==================== prog_updown_counter
### src/rtl/prog_counter_pkg.sv
// prog_counter_pkg
// Shared types and arithmetic for the programmable up/down counter.
//   mode_e      : wrap-around or saturating behaviour at the range ends
//   event_e     : boundary event produced by one counting step
//   next_t      : next count plus the event it produced
//   calc_eff_step() : step clamped to the size of the count range
//   calc_next()     : next count and event for one tick
// The arithmetic works at a fixed maximum width (CNT_MAX_W). Any counter up to
// that width zero-extends its operands into these functions and truncates the
// result back.
package prog_counter_pkg;

    localparam int CNT_MAX_W = 32;
    // Two guard bits: count + (limit + 1) can reach almost 2^(CNT_MAX_W+1).
    localparam int EXT_W     = CNT_MAX_W + 2;

    typedef enum logic {
        MODE_WRAP = 1'b0,
        MODE_SAT  = 1'b1
    } mode_e;

    typedef enum logic [1:0] {
        EV_NONE = 2'd0,
        EV_OVF  = 2'd1,
        EV_UNF  = 2'd2
    } event_e;

    typedef struct packed {
        logic [CNT_MAX_W-1:0] count;
        event_e               ev;
    } next_t;

    // min(step, limit + 1). Computed one bit wider than the operands, so a
    // limit of all-ones gives a full-range step instead of wrapping to 0.
    function automatic logic [CNT_MAX_W:0] calc_eff_step(
        input logic [CNT_MAX_W-1:0] step,
        input logic [CNT_MAX_W-1:0] limit
    );
        logic [CNT_MAX_W:0] range;
        range = {1'b0, limit} + 1'b1;
        return ({1'b0, step} < range) ? {1'b0, step} : range;
    endfunction

    function automatic next_t calc_next(
        input logic [CNT_MAX_W-1:0] count,
        input logic [CNT_MAX_W:0]   eff_step,
        input logic [CNT_MAX_W-1:0] limit,
        input logic                 dir_up,
        input mode_e                mode
    );
        next_t            res;
        logic [EXT_W-1:0] c;
        logic [EXT_W-1:0] e;
        logic [EXT_W-1:0] l;
        logic [EXT_W-1:0] range;
        logic [EXT_W-1:0] val;

        c     = EXT_W'(count);
        e     = EXT_W'(eff_step);
        l     = EXT_W'(limit);
        range = l + 1'b1;
        val   = c;
        res.ev = EV_NONE;

        if (e == '0) begin
            // A zero step is a no-op, even at the range ends.
            val = c;
        end else if (dir_up) begin
            if (c > l) begin
                // The limit was lowered under the count: treat it as having
                // already run off the top.
                res.ev = EV_OVF;
                val    = (mode == MODE_SAT) ? l : '0;
            end else if ((c + e) <= l) begin
                val = c + e;
            end else begin
                res.ev = EV_OVF;
                val    = (mode == MODE_SAT) ? l : (c + e - range);
            end
        end else begin
            if (c >= e) begin
                val = c - e;
            end else begin
                res.ev = EV_UNF;
                val    = (mode == MODE_SAT) ? '0 : (c + range - e);
            end
            // Only reachable when the count started above a lowered limit.
            if (val > l) begin
                val = l;
            end
        end

        res.count = CNT_MAX_W'(val);
        return res;
    endfunction

endpackage

### src/rtl/counter_prescaler.sv
// counter_prescaler
// Divides the count enable: tick fires on one of every prescale+1 cycles that
// have ce high. Cycles with ce low freeze the phase.
//   clk, rst  : clock and synchronous active-high reset
//   ce        : enable; only enabled cycles advance the phase
//   prescale  : divide ratio minus one
//   clear     : restart the phase at 0 (used on load)
//   tick      : combinational; high on the enabled cycle that completes a period
module counter_prescaler #(
    parameter int PRESC_W = 4
) (
    input  logic               clk,
    input  logic               rst,
    input  logic               ce,
    input  logic [PRESC_W-1:0] prescale,
    input  logic               clear,
    output logic               tick
);

    logic [PRESC_W-1:0] presc_cnt_q;
    logic [PRESC_W-1:0] presc_cnt_d;

    assign tick = ce && (presc_cnt_q == prescale);

    always_comb begin
        presc_cnt_d = presc_cnt_q;
        if (clear) begin
            presc_cnt_d = '0;
        end else if (tick) begin
            presc_cnt_d = '0;
        end else if (ce) begin
            presc_cnt_d = presc_cnt_q + 1'b1;
        end
    end

    always_ff @(posedge clk) begin
        if (rst) begin
            presc_cnt_q <= '0;
        end else begin
            presc_cnt_q <= presc_cnt_d;
        end
    end

endmodule

### src/rtl/prog_updown_counter.sv
// prog_updown_counter
// Up/down counter over the range 0..limit with a programmable step, wrap or
// saturate behaviour at the ends, a prescaled count enable, a one-cycle
// terminal-count pulse and sticky overflow/underflow flags.
//   clk, rst    : clock and synchronous active-high reset
//   load_n      : active-low load of min(data_load, limit); wins over counting
//   ce          : count enable into the prescaler
//   up_down     : 1 counts up, 0 counts down
//   data_load   : load value
//   limit       : top of the count range
//   step        : amount per tick (clamped to limit+1)
//   sat_mode    : 1 saturates at the ends, 0 wraps modulo limit+1
//   prescale    : counting advances once per prescale+1 enabled cycles
//   clr_flags   : clears the sticky flags (a same-cycle event wins)
//   count_out   : registered count
//   max_count   : count_out == limit
//   zero        : count_out == 0
//   tc_pulse    : registered; a boundary event happened on the last update
//   ovf_sticky  : an up-direction boundary event has happened
//   unf_sticky  : a down-direction boundary event has happened
module prog_updown_counter
    import prog_counter_pkg::*;
#(
    parameter int WIDTH   = 8,
    parameter int STEP_W  = 4,
    parameter int PRESC_W = 4
) (
    input  logic               clk,
    input  logic               rst,
    input  logic               load_n,
    input  logic               ce,
    input  logic               up_down,
    input  logic [WIDTH-1:0]   data_load,
    input  logic [WIDTH-1:0]   limit,
    input  logic [STEP_W-1:0]  step,
    input  logic               sat_mode,
    input  logic [PRESC_W-1:0] prescale,
    input  logic               clr_flags,
    output logic [WIDTH-1:0]   count_out,
    output logic               max_count,
    output logic               zero,
    output logic               tc_pulse,
    output logic               ovf_sticky,
    output logic               unf_sticky
);

    logic [WIDTH-1:0]   count_q;
    logic [WIDTH-1:0]   count_d;
    logic               tc_q;
    logic               tc_d;
    logic               ovf_q;
    logic               ovf_d;
    logic               unf_q;
    logic               unf_d;

    logic               load;
    logic               tick;
    logic [CNT_MAX_W:0] eff_step;
    next_t              nxt;

    assign load = ~load_n;

    // A load restarts the prescaler so the first tick after it is a full
    // period away.
    counter_prescaler #(
        .PRESC_W (PRESC_W)
    ) u_prescaler (
        .clk      (clk),
        .rst      (rst),
        .ce       (ce),
        .prescale (prescale),
        .clear    (load),
        .tick     (tick)
    );

    always_comb begin
        eff_step = calc_eff_step(CNT_MAX_W'(step), CNT_MAX_W'(limit));
        nxt      = calc_next(CNT_MAX_W'(count_q), eff_step, CNT_MAX_W'(limit),
                             up_down, mode_e'(sat_mode));
    end

    always_comb begin
        count_d = count_q;
        tc_d    = 1'b0;
        ovf_d   = ovf_q & ~clr_flags;
        unf_d   = unf_q & ~clr_flags;

        if (load) begin
            count_d = (data_load > limit) ? limit : data_load;
        end else if (tick) begin
            count_d = WIDTH'(nxt.count);
            tc_d    = (nxt.ev != EV_NONE);
            // Setting after the clear term lets a same-cycle event win.
            if (nxt.ev == EV_OVF) begin
                ovf_d = 1'b1;
            end
            if (nxt.ev == EV_UNF) begin
                unf_d = 1'b1;
            end
        end
    end

    always_ff @(posedge clk) begin
        if (rst) begin
            count_q <= '0;
            tc_q    <= 1'b0;
            ovf_q   <= 1'b0;
            unf_q   <= 1'b0;
        end else begin
            count_q <= count_d;
            tc_q    <= tc_d;
            ovf_q   <= ovf_d;
            unf_q   <= unf_d;
        end
    end

    assign count_out  = count_q;
    assign max_count  = (count_q == limit);
    assign zero       = (count_q == '0);
    assign tc_pulse   = tc_q;
    assign ovf_sticky = ovf_q;
    assign unf_sticky = unf_q;

endmodule

### config.mk
export PLATFORM = sky130hd
export DESIGN_NAME = prog_updown_counter
export DESIGN_NICKNAME = d
export VERILOG_FILES = /design/src/rtl/prog_counter_pkg.sv /design/src/rtl/counter_prescaler.sv /design/src/rtl/prog_updown_counter.sv
export SDC_FILE = /design/constraint.sdc
export NUM_CORES = 1
export LEC_CHECK = 0
export ABC_AREA = 1
export CAP_MARGIN = 30
export CORE_MARGIN = 2
export CORE_UTILIZATION = 41
export CTS_CLUSTER_SIZE = 16
export DETAILED_ROUTE_END_ITERATION = 16
export GPL_TIMING_DRIVEN = 0
export SLEW_MARGIN = 10
export SYNTH_ARGS = -nofsm -noshare
export SYNTH_HDL_FRONTEND = slang
export SYNTH_HIERARCHICAL = 1
export SYNTH_SLANG_ARGS = --single-unit
### constraint.sdc
create_clock -name clk -period 7.5 [get_ports clk]
set_input_delay 1.5 -clock clk [delete_from_list [all_inputs] [get_ports clk]]
set_output_delay 1.5 -clock clk [all_outputs]
set_load 0.02 [all_outputs]
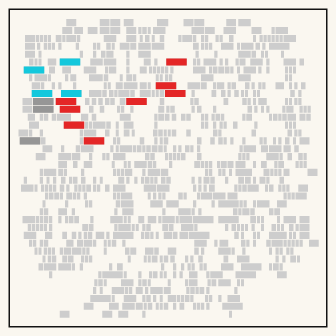
Fig. 1. Sequential cells grouped by signal name (prog_updown_counter).
legend:
  `u_prescaler/presc_cnt_q`:
    color: cyan
    sequential_cells: 4
    where: north-west
  `count_out`:
    color: red
    sequential_cells: 8
not colored: 3

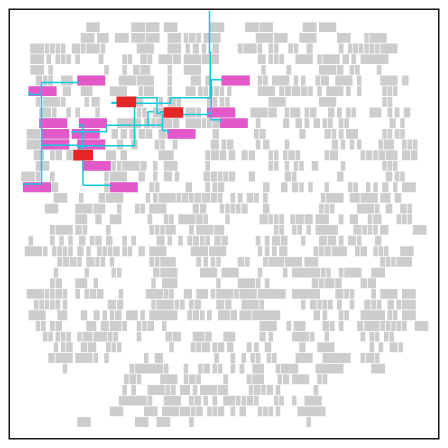
Fig. 2. Clock network drawn from the DEF (prog_updown_counter).
legend:
  flip-flops:
    color: magenta
    count: 15
  cells driving clock nets:
    color: red
    count: 3
  clock wires:
    color: cyan
    length: 240 um
routed clock nets: 4

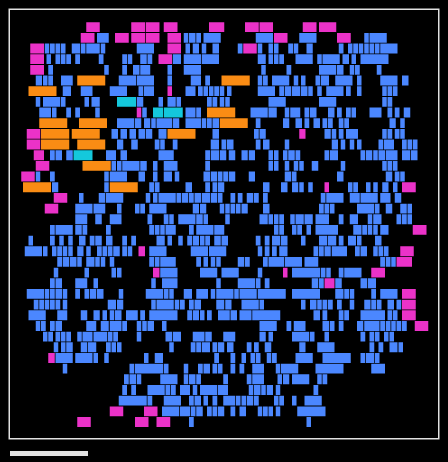
Fig. 3. Cell classes on the final placement (prog_updown_counter).
The bar under the picture is 20 um long.
legend:
  clock drivers and dummy loads:
    color: cyan
    cells: 4
    share_of_their_area: 0.97%
  other buffers and delay cells:
    color: magenta
    cells: 52
    share_of_their_area: 9.5%
  all other logic:
    color: blue
    cells: 756
    share_of_their_area: 84%
  flops:
    color: orange
    cells: 15
    share_of_their_area: 6.0%

==> impl_metrics.ini <==
; synthesis and place-and-route metrics
[grt]
antenna_found_initial = 0
met2_usage_pct = 40.5
grt_max_degree = 11
grt_pass1_wl_um = 22900

[final_layout]
register_area_um2 = 300
num_antenna_cells = 0
flops = 15
comb_area_share_pct = 71.4
dominant-cell-class = logic gates
stdcell_area_um2 = 5200

[synthesis]
yosys-top-cells-count = nand2_1, inv_1, nand3_1
synth_flop_count = 15
simple_gate_area_share_pct = 43.2
syn_area_um2 = 4530
avgSynthCellArea_um2 = 5.86

[final_timing]
slew_headroom_pct = 65.3
finalSetupViolations = 0

[placement]
dp_cells = 963
place_area_um2 = 5140

[clock_tree]
worstSkewPairLatency_ps = 260
clock-sinks = 15

[setup_path]
end_kind = flip-flop
start_kind = input port

[power]
powerClk_mw = 0.0701
clkPwrFrac_pct = 8.9
maxPowerGroup = combinational cells
p_switching_mw = 0.440
pwr_density_cell_nw_per_um2 = 151

[hold_path]
worstHoldStart = unf_sticky
hold_end = unf_sticky
min_path_type = reg -> reg

[detailed_routing]
wl_met2_um = 6410
via_per_inst = 5.10

[die]
die_h_um = 109
num_io_pins = 44
dieArea_um2 = 11900

[run_status]
status = complete, no violations

==================== st7789_spi_monitor
Fig. 4: st7789_spi_monitor, power grid
Pins as bars on the die edge. Tap cells in gray.
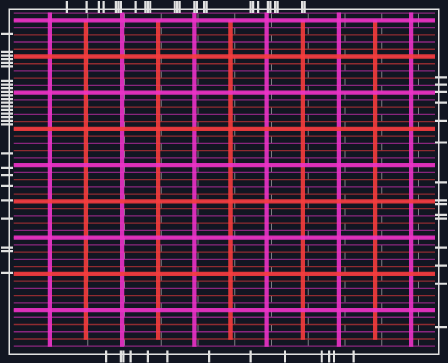
Fig. 5: st7789_spi_monitor, clock network drawn from the DEF
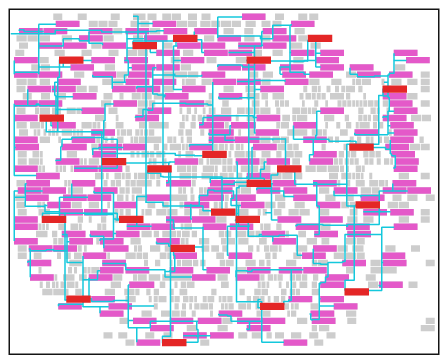
[src/rtl/st7789_spi_monitor.sv]
// Passive tap on the ST7789 4-wire serial bus: rebuilds bytes from SCK/SDA/DC and
// decodes CASET/RASET/RAMWR/RAMWRC/SWRESET into window registers and tagged pixels.
module st7789_spi_monitor #(
  parameter int WIDTH        = 240,
  parameter int HEIGHT       = 240,
  parameter int PIXEL_BYTES  = 3,
  parameter int IDLE_TIMEOUT = 64
) (
  input  logic        CLK,
  input  logic        RESET_N,
  input  logic        LCD_SCK,
  input  logic        LCD_SDA,
  input  logic        LCD_DC,
  input  logic        LCD_RST,
  output logic [7:0]  BYTE_DATA,
  output logic        BYTE_DC,
  output logic        BYTE_VALID,
  output logic [7:0]  CMD_CODE,
  output logic        CMD_VALID,
  output logic [23:0] PIXEL_DATA,
  output logic [15:0] PIXEL_X,
  output logic [15:0] PIXEL_Y,
  output logic        PIXEL_VALID,
  output logic        FRAME_ERR
);

  localparam int              TO_W     = $clog2(IDLE_TIMEOUT + 1);
  localparam logic [TO_W-1:0] TO_LAST  = TO_W'(IDLE_TIMEOUT - 1);
  localparam logic [TO_W-1:0] TO_SAT   = TO_W'(IDLE_TIMEOUT);
  localparam logic [TO_W-1:0] TO_ONE   = TO_W'(1);
  localparam logic [1:0]      PIX_LAST = 2'(PIXEL_BYTES - 1);
  localparam logic [15:0]     XE_RST   = 16'(WIDTH - 1);
  localparam logic [15:0]     YE_RST   = 16'(HEIGHT - 1);

  typedef enum logic [2:0] {ST_IDLE, ST_CASET, ST_RASET, ST_RAMWR, ST_IGNORE} state_t;

  function automatic logic [23:0] pack_pixel(input logic [15:0] acc, input logic [7:0] last);
    if (PIXEL_BYTES == 2) pack_pixel = {8'h00, acc[7:0], last};
    else                  pack_pixel = {acc, last};
  endfunction

  logic            r_sck_s1, r_sck_s2, r_sck_s3;
  logic            r_sda_s1, r_sda_s2;
  logic            r_dc_s1, r_dc_s2;
  logic            r_rst_s1, r_rst_s2;
  logic [2:0]      r_bit_cnt;
  logic [7:0]      r_shift;
  logic            r_dc_lat;
  logic            r_done_p1;
  logic [TO_W-1:0] r_idle_cnt;
  state_t          r_state, w_state_nxt;
  logic [1:0]      r_par_idx, r_pix_idx;
  logic [15:0]     r_acc;
  logic [15:0]     r_xs, r_xe, r_ys, r_ye, r_x, r_y;
  logic            w_rise, w_lcd_rst, w_timeout;
  logic            w_cmd, w_data, w_pix_done;

  // Stage s1..s3: synchronizers; SCK gets a third flop for edge detection
  always_ff @(posedge CLK or negedge RESET_N) begin
    if (!RESET_N) begin
      {r_sck_s1, r_sck_s2, r_sck_s3} <= 3'b000;
      {r_sda_s1, r_sda_s2}           <= 2'b00;
      {r_dc_s1, r_dc_s2}             <= 2'b00;
      {r_rst_s1, r_rst_s2}           <= 2'b00;
    end else begin
      r_sck_s1 <= LCD_SCK;
      r_sck_s2 <= r_sck_s1;
      r_sck_s3 <= r_sck_s2;
      r_sda_s1 <= LCD_SDA;
      r_sda_s2 <= r_sda_s1;
      r_dc_s1  <= LCD_DC;
      r_dc_s2  <= r_dc_s1;
      r_rst_s1 <= LCD_RST;
      r_rst_s2 <= r_rst_s1;
    end
  end

  assign w_rise    = r_sck_s2 & ~r_sck_s3;
  assign w_lcd_rst = ~r_rst_s2;
  assign w_timeout = ~w_rise & (r_idle_cnt == TO_LAST);

  // Stage p1: bit assembly; p2: byte presented on BYTE_* outputs
  always_ff @(posedge CLK or negedge RESET_N) begin
    if (!RESET_N) begin
      r_bit_cnt  <= 3'd0;
      r_shift    <= 8'h00;
      r_dc_lat   <= 1'b0;
      r_done_p1  <= 1'b0;
      r_idle_cnt <= '0;
      BYTE_DATA  <= 8'h00;
      BYTE_DC    <= 1'b0;
      BYTE_VALID <= 1'b0;
      FRAME_ERR  <= 1'b0;
    end else if (w_lcd_rst) begin
      r_bit_cnt  <= 3'd0;
      r_done_p1  <= 1'b0;
      r_idle_cnt <= '0;
      BYTE_VALID <= 1'b0;
      FRAME_ERR  <= 1'b0;
    end else begin
      r_done_p1  <= 1'b0;
      BYTE_VALID <= r_done_p1;
      FRAME_ERR  <= 1'b0;
      if (r_done_p1) begin
        BYTE_DATA <= r_shift;
        BYTE_DC   <= r_dc_lat;
      end
      if (w_rise) begin
        r_shift    <= {r_shift[6:0], r_sda_s2};
        r_bit_cnt  <= r_bit_cnt + 3'd1;
        r_idle_cnt <= '0;
        if (r_bit_cnt == 3'd7) begin
          r_dc_lat  <= r_dc_s2;
          r_done_p1 <= 1'b1;
        end
      end else begin
        // Saturating idle count so the timeout fires once per quiet period
        if (r_idle_cnt != TO_SAT) r_idle_cnt <= r_idle_cnt + TO_ONE;
        if (w_timeout) begin
          r_bit_cnt <= 3'd0;
          FRAME_ERR <= (r_bit_cnt != 3'd0);
        end
      end
    end
  end

  always_comb begin
    w_state_nxt = r_state;
    w_cmd       = BYTE_VALID & ~BYTE_DC;
    w_data      = BYTE_VALID & BYTE_DC;
    w_pix_done  = w_data && (r_state == ST_RAMWR) && (r_pix_idx == PIX_LAST);
    if (w_cmd) begin
      case (BYTE_DATA)
        8'h2A:        w_state_nxt = ST_CASET;
        8'h2B:        w_state_nxt = ST_RASET;
        8'h2C, 8'h3C: w_state_nxt = ST_RAMWR;
        8'h01:        w_state_nxt = ST_IDLE;
        default:      w_state_nxt = ST_IGNORE;
      endcase
    end else if (w_data && (r_state == ST_CASET || r_state == ST_RASET) && r_par_idx == 2'd3) begin
      w_state_nxt = ST_IDLE;
    end
  end

  always_ff @(posedge CLK or negedge RESET_N) begin
    if (!RESET_N)       r_state <= ST_IDLE;
    else if (w_lcd_rst) r_state <= ST_IDLE;
    else                r_state <= w_state_nxt;
  end

  // Stage p3: command/window/pixel decode, one cycle behind BYTE_VALID
  always_ff @(posedge CLK or negedge RESET_N) begin
    if (!RESET_N) begin
      r_par_idx   <= 2'd0;
      r_pix_idx   <= 2'd0;
      r_acc       <= 16'h0000;
      r_xs        <= 16'h0000;
      r_xe        <= XE_RST;
      r_ys        <= 16'h0000;
      r_ye        <= YE_RST;
      r_x         <= 16'h0000;
      r_y         <= 16'h0000;
      CMD_CODE    <= 8'h00;
      CMD_VALID   <= 1'b0;
      PIXEL_DATA  <= 24'h000000;
      PIXEL_X     <= 16'h0000;
      PIXEL_Y     <= 16'h0000;
      PIXEL_VALID <= 1'b0;
    end else if (w_lcd_rst) begin
      r_par_idx   <= 2'd0;
      r_pix_idx   <= 2'd0;
      r_xs        <= 16'h0000;
      r_xe        <= XE_RST;
      r_ys        <= 16'h0000;
      r_ye        <= YE_RST;
      r_x         <= 16'h0000;
      r_y         <= 16'h0000;
      CMD_VALID   <= 1'b0;
      PIXEL_VALID <= 1'b0;
    end else begin
      CMD_VALID   <= w_cmd;
      PIXEL_VALID <= w_pix_done;
      if (w_cmd) begin
        CMD_CODE  <= BYTE_DATA;
        r_par_idx <= 2'd0;
        r_pix_idx <= 2'd0;
        if (BYTE_DATA == 8'h2C) begin
          r_x <= r_xs;
          r_y <= r_ys;
        end
        if (BYTE_DATA == 8'h01) begin
          r_xs <= 16'h0000;
          r_xe <= XE_RST;
          r_ys <= 16'h0000;
          r_ye <= YE_RST;
        end
      end else if (w_data) begin
        case (r_state)
          ST_CASET: begin
            r_par_idx <= r_par_idx + 2'd1;
            case (r_par_idx)
              2'd0:    r_xs[15:8] <= BYTE_DATA;
              2'd1:    r_xs[7:0]  <= BYTE_DATA;
              2'd2:    r_xe[15:8] <= BYTE_DATA;
              default: r_xe[7:0]  <= BYTE_DATA;
            endcase
          end
          ST_RASET: begin
            r_par_idx <= r_par_idx + 2'd1;
            case (r_par_idx)
              2'd0:    r_ys[15:8] <= BYTE_DATA;
              2'd1:    r_ys[7:0]  <= BYTE_DATA;
              2'd2:    r_ye[15:8] <= BYTE_DATA;
              default: r_ye[7:0]  <= BYTE_DATA;
            endcase
          end
          ST_RAMWR: begin
            r_acc <= {r_acc[7:0], BYTE_DATA};
            if (w_pix_done) begin
              r_pix_idx  <= 2'd0;
              PIXEL_DATA <= pack_pixel(r_acc, BYTE_DATA);
              PIXEL_X    <= r_x;
              PIXEL_Y    <= r_y;
              // Equality-only wrap: XS>XE simply counts through 0xFFFF
              if (r_x == r_xe) begin
                r_x <= r_xs;
                r_y <= (r_y == r_ye) ? r_ys : r_y + 16'd1;
              end else begin
                r_x <= r_x + 16'd1;
              end
            end else begin
              r_pix_idx <= r_pix_idx + 2'd1;
            end
          end
          default: ;
        endcase
      end
    end
  end

endmodule

[config.mk]
export PLATFORM = sky130hd
export DESIGN_NAME = st7789_spi_monitor
export DESIGN_NICKNAME = d
export VERILOG_FILES = /design/src/rtl/st7789_spi_monitor.sv
export SDC_FILE = /design/constraint.sdc
export NUM_CORES = 1
export LEC_CHECK = 0
export CORE_ASPECT_RATIO = 0.8
export CORE_UTILIZATION = 50
export DETAILED_ROUTE_END_ITERATION = 16
export GPL_TIMING_DRIVEN = 0
export PLACE_DENSITY = 0.7
export SLEW_MARGIN = 0
export SYNTH_ARGS = -nofsm -noshare
export SYNTH_HDL_FRONTEND = slang
export SYNTH_SLANG_ARGS = --single-unit
export TNS_END_PERCENT = 5
[constraint.sdc]
create_clock -name CLK -period 2.4 [get_ports CLK]
set_input_delay 0.36 -clock CLK [delete_from_list [all_inputs] [get_ports CLK]]
set_output_delay 0.36 -clock CLK [all_outputs]
set_load 0.03 [all_outputs]
==> impl_metrics.ini <==
; synthesis and place-and-route metrics
[placement]
dp_cells = 1205

[clock_tree]
clock-sinks = 225
worstSkewPairLatency_ps = 520
tritoncts = done
path_clk_slew_ps = 60

[synthesis]
ys_sh_aoi_pct = 7.15
ys_chip_area_um2 = 10100
yosys_cells = 858
flop_cell = dfrtp_1

[detailed_routing]
ant_nets = 0
via_per_inst = 5.68
drt_iter0_drc = 575

[final_layout]
flops = 225
n_fill_cell = 1617
area_delta_synth_final_pct = 21.0

[setup_path]
crit_fanout = 10
startpoint = BYTE_DATA[5]
required_ps = 2800
critPathSlowestCell = nor2_2

[hold_path]
min_path_type = in -> reg

[die]
dieWidth_um = 161

[run_status]
status = complete, no violations

[power]
ir_worst_vdd_mv = 0.557

[grt]
grt_pass1_wl_um = 38100
## Picture notes: Fig. 4
legend:
  VDD:
    color: red
  VSS:
    color: magenta
signal pins: 83
met1 rails: 47

## Picture notes: Fig. 5
legend:
  clock wires:
    color: cyan
    length: 2850 um
  flip-flops:
    color: magenta
    count: 225
  cells driving clock nets:
    color: red
    count: 23
flops lie: spread over the die
routed clock nets: 24


==================== gate_bist_ctrl
Fig. 6: gate_bist_ctrl, cell classes on the final placement
The bar under the picture is 10 um long.
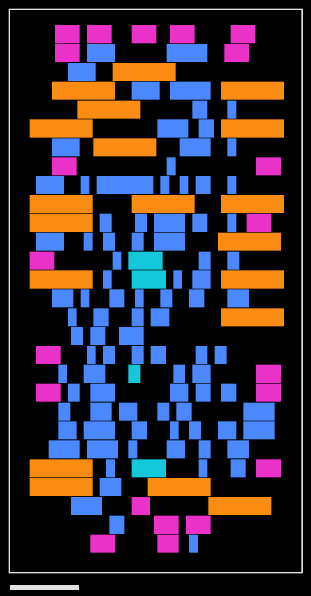
Fig. 7: gate_bist_ctrl, clock network drawn from the DEF
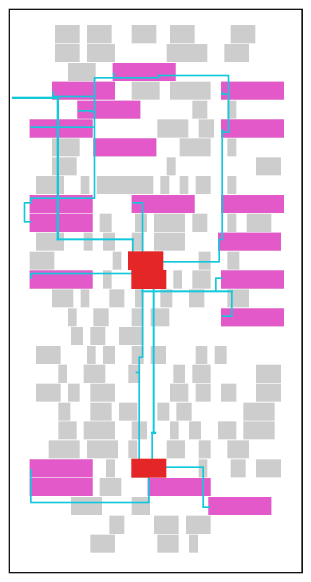
Fig. 8: gate_bist_ctrl, sequential cells grouped by signal name
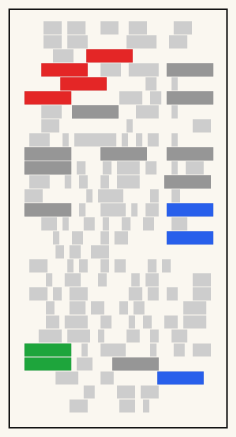
$ cat config.mk
export PLATFORM = sky130hd
export DESIGN_NAME = gate_bist_ctrl
export DESIGN_NICKNAME = d
export VERILOG_FILES = /design/src/rtl/gate_bist_pkg.sv /design/src/rtl/gate_bist_ctrl_settle_timer.sv /design/src/rtl/gate_bist_ctrl.sv
export SDC_FILE = /design/constraint.sdc
export NUM_CORES = 1
export LEC_CHECK = 0
export CAP_MARGIN = 20
export CELL_PAD_IN_SITES_DETAIL_PLACEMENT = 1
export CELL_PAD_IN_SITES_GLOBAL_PLACEMENT = 1
export CORE_AREA = 2 2 40 79
export DETAILED_ROUTE_END_ITERATION = 16
export DIE_AREA = 0 0 42 81
export PLACE_DENSITY_LB_ADDON = 0.1
export SETUP_SLACK_MARGIN = 0.3
export SLEW_MARGIN = 15
export SYNTH_ARGS = -nofsm -noshare
export SYNTH_HDL_FRONTEND = slang
export SYNTH_SLANG_ARGS = --single-unit
$ cat constraint.sdc
create_clock -name clk -period 3.6 [get_ports clk]
set_clock_uncertainty 0.05 [all_clocks]
set_input_delay 1.08 -clock clk [delete_from_list [all_inputs] [get_ports clk]]
set_output_delay 1.08 -clock clk [all_outputs]
set_load 0.02 [all_outputs]
$ cat src/rtl/gate_bist_pkg.sv
// Shared types and constants for the 2-input gate BIST sequencer.
// Expected truth tables are indexed by {a,b}.
package gate_bist_pkg;

    typedef enum logic [1:0] {
        IDLE   = 2'd0,
        DRIVE  = 2'd1,
        SAMPLE = 2'd2,
        DONE   = 2'd3
    } bist_state_t;

    localparam int unsigned NUM_VECTORS = 4;
    localparam logic [1:0]  LAST_VEC    = 2'd3;

    localparam logic [3:0] TT_AND  = 4'b1000;
    localparam logic [3:0] TT_NAND = 4'b0111;
    localparam logic [3:0] TT_OR   = 4'b1110;
    localparam logic [3:0] TT_NOR  = 4'b0001;
    localparam logic [3:0] TT_XOR  = 4'b0110;
    localparam logic [3:0] TT_XNOR = 4'b1001;

    // Vector applied after the one currently in SAMPLE.
    function automatic logic [1:0] next_vec(input logic [1:0] idx);
        return idx + 2'd1;
    endfunction

endpackage

$ cat src/rtl/gate_bist_ctrl_settle_timer.sv
// Settle timer: reloaded on every entry into DRIVE, flags expiry on the
// last of SETTLE_CYCLES enabled cycles.
module bist_settle_timer #(
    parameter int SETTLE_CYCLES = 2
) (
    input  logic clk,
    input  logic reset,
    input  logic i_load,
    input  logic i_en,
    output logic o_expire
);

    localparam int TW = (SETTLE_CYCLES > 1) ? $clog2(SETTLE_CYCLES) : 1;
    localparam logic [TW-1:0] LOAD_VAL = TW'(SETTLE_CYCLES - 1);

    logic [TW-1:0] r_cnt;

    // NOTE: sequential state uses non-blocking assignments only.
    always_ff @(posedge clk or posedge reset) begin
        if (reset) begin
            r_cnt <= '0;
        end else if (i_load) begin
            r_cnt <= LOAD_VAL;
        end else if (i_en && (r_cnt != '0)) begin
            r_cnt <= r_cnt - TW'(1);
        end
    end

    assign o_expire = i_en && (r_cnt == '0);

endmodule

$ cat src/rtl/gate_bist_ctrl.sv
// BIST sequencer for a single 2-input gate: walks {a,b} through 00..11,
// waits for the gate to settle, compares against a latched truth table.
module gate_bist_ctrl
    import gate_bist_pkg::*;
#(
    parameter int SETTLE_CYCLES = 2,
    parameter int CNT_W         = 3
) (
    input  logic             clk,
    input  logic             reset,
    input  logic             start,
    input  logic             abort,
    input  logic [3:0]       expected_tt,
    output logic             gate_a,
    output logic             gate_b,
    input  logic             gate_y,
    output logic             busy,
    output logic             done,
    output logic             pass,
    output logic [CNT_W-1:0] err_count,
    output logic [3:0]       err_vec
);

    if (CNT_W < 3) begin : g_cnt_w_check
        $error("gate_bist_ctrl: CNT_W must be >= 3");
    end
    if (SETTLE_CYCLES < 1) begin : g_settle_check
        $error("gate_bist_ctrl: SETTLE_CYCLES must be >= 1");
    end

    localparam logic [CNT_W-1:0] ERR_MAX = {CNT_W{1'b1}};

    bist_state_t      r_state;
    bist_state_t      w_state_next;
    logic [1:0]       r_idx;
    logic [3:0]       r_tt;
    logic [1:0]       r_gate_ab;
    logic [CNT_W-1:0] r_err;
    logic [3:0]       r_err_vec;
    logic             r_pass;

    logic             w_load;
    logic             w_expire;
    logic             w_abort_run;
    logic             w_sample;
    logic             w_mismatch;
    logic [CNT_W-1:0] w_err_next;

    bist_settle_timer #(
        .SETTLE_CYCLES (SETTLE_CYCLES)
    ) u_settle (
        .clk      (clk),
        .reset    (reset),
        .i_load   (w_load),
        .i_en     (r_state == DRIVE),
        .o_expire (w_expire)
    );

    assign w_abort_run = abort && (r_state != IDLE);
    assign w_sample    = (r_state == SAMPLE) && !abort;
    assign w_mismatch  = (gate_y != r_tt[r_idx]);
    assign w_err_next  = (w_sample && w_mismatch && (r_err != ERR_MAX))
                         ? r_err + CNT_W'(1) : r_err;

    // NOTE: every always_comb output gets a default first so no latch is inferred.
    always_comb begin
        w_state_next = r_state;
        w_load       = 1'b0;
        unique case (r_state)
            IDLE: begin
                if (start) begin
                    w_state_next = DRIVE;
                    w_load       = 1'b1;
                end
            end
            DRIVE: begin
                if (w_expire) begin
                    w_state_next = SAMPLE;
                end
            end
            SAMPLE: begin
                if (r_idx == LAST_VEC) begin
                    w_state_next = DONE;
                end else begin
                    w_state_next = DRIVE;
                    w_load       = 1'b1;
                end
            end
            DONE: begin
                w_state_next = IDLE;
            end
            default: begin
                w_state_next = IDLE;
            end
        endcase
        if (w_abort_run) begin
            w_state_next = IDLE;
            w_load       = 1'b0;
        end
    end

    always_ff @(posedge clk or posedge reset) begin
        if (reset) begin
            r_state <= IDLE;
        end else begin
            r_state <= w_state_next;
        end
    end

    // Abort skips the pending compare and keeps the partial tallies.
    always_ff @(posedge clk or posedge reset) begin
        if (reset) begin
            r_idx     <= 2'd0;
            r_tt      <= 4'd0;
            r_gate_ab <= 2'd0;
            r_err     <= '0;
            r_err_vec <= 4'd0;
            r_pass    <= 1'b0;
        end else if (w_abort_run) begin
            r_gate_ab <= 2'd0;
            r_pass    <= 1'b0;
        end else begin
            unique case (r_state)
                IDLE: begin
                    if (start) begin
                        r_tt      <= expected_tt;
                        r_idx     <= 2'd0;
                        r_gate_ab <= 2'd0;
                        r_err     <= '0;
                        r_err_vec <= 4'd0;
                        r_pass    <= 1'b0;
                    end
                end
                SAMPLE: begin
                    r_err <= w_err_next;
                    if (w_mismatch) begin
                        r_err_vec[r_idx] <= 1'b1;
                    end
                    if (r_idx == LAST_VEC) begin
                        r_pass <= (w_err_next == '0);
                    end else begin
                        r_idx     <= next_vec(r_idx);
                        r_gate_ab <= next_vec(r_idx);
                    end
                end
                DONE: begin
                    r_gate_ab <= 2'd0;
                end
                default: begin
                end
            endcase
        end
    end

    assign gate_a    = r_gate_ab[1];
    assign gate_b    = r_gate_ab[0];
    assign busy      = (r_state != IDLE);
    assign done      = (r_state == DONE) && !abort;
    assign pass      = r_pass;
    assign err_count = r_err;
    assign err_vec   = r_err_vec;

endmodule

==> impl_metrics.ini <==
; synthesis and place-and-route metrics
[run_status]
status = complete, no violations

[power]
pg_comb_mw = 0.472
p_switching_mw = 0.399
finalPower_mw = 0.961
seq-power_mw = 0.332
seq_power_share_pct = 34.5

[hold_path]
hold_end = err_vec[3]
min_path_type = reg -> reg

[synthesis]
flop_cell = dfrtp_1
simple_gate_area_share_pct = 16.6
ys_sh_xor_pct = 2.89
yosys-top-cells-area = dfrtp_1, ha_1, mux2_2, inv_1, o21ai_0
top_cell = dfrtp_1
avgSynthCellArea_um2 = 10.2

[setup_path]
required_ps = 2470
timing.rr.start = r_state[0]
ff2ff_setup_slack_ps = 1490

[final_layout]
fin_cells = 165
fin_util_pct = 50.0
finalNetCount = 155
combGateArea_um2 = 614
clock_cell_area_share_pct = 3.27
comb_area_share_pct = 43.3

[die]
core_area_um2 = 2840
dieWidth_um = 42
dieArea_um2 = 3400
num_io_pins = 21

[final_timing]
tns_ps = 0
finalSetupViolations = 0

[detailed_routing]
wire_per_inst_um = 15.8
drt-pass1-iter-count = 4
top_layer_used = met4
wl_met2_um = 1440

[grt]
met2_usage_pct = 32.3
grt_pass1_vias = 978

[placement]
hpwl_um = 2020
port_buffers = 20

[run]
maxCapViolations = 0
## Picture notes: Fig. 6
legend:
  clock drivers and dummy loads:
    color: cyan
    cells: 4
    share_of_their_area: 3.4%
  flops:
    color: orange
    cells: 19
    share_of_their_area: 34%
  other buffers and delay cells:
    color: magenta
    cells: 21
    share_of_their_area: 15%
  all other logic:
    color: blue
    cells: 91
    share_of_their_area: 47%

## Picture notes: Fig. 7
legend:
  flip-flops:
    color: magenta
    count: 19
  clock wires:
    color: cyan
    length: 314 um
  cells driving clock nets:
    color: red
    count: 3
flops lie: spread over the die
routed clock nets: 4

## Picture notes: Fig. 8
legend:
  `r_state`:
    color: green
    sequential_cells: 2
  `r_tt`:
    color: red
    sequential_cells: 4
  `err_count`:
    color: blue
    sequential_cells: 3
not colored: 10



==> screenshots <==
Routing congestion.
Plate I
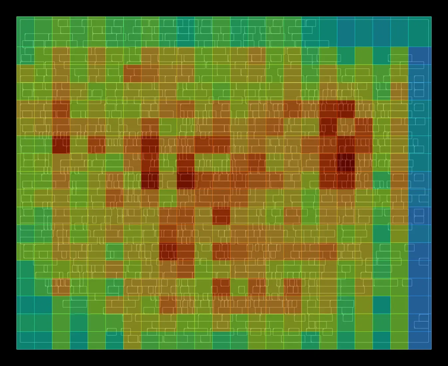
Plate II
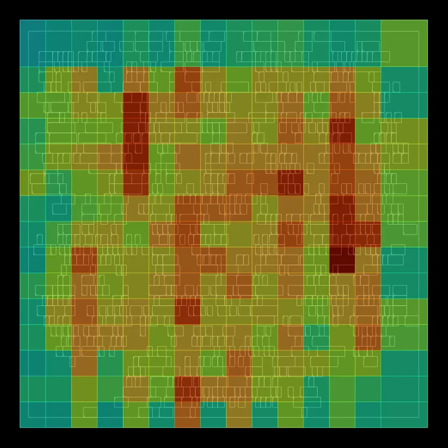
Plate III
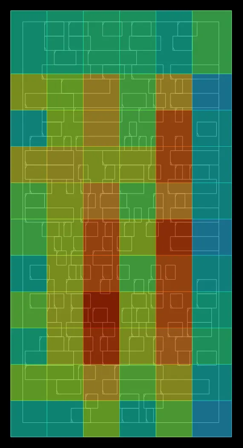
st7789_spi_monitor is Plate I.
gate_bist_ctrl is Plate III.
prog_updown_counter is Plate II.
The one with the highest utilization is Plate I.
The one with the most wire per cell is Plate I.

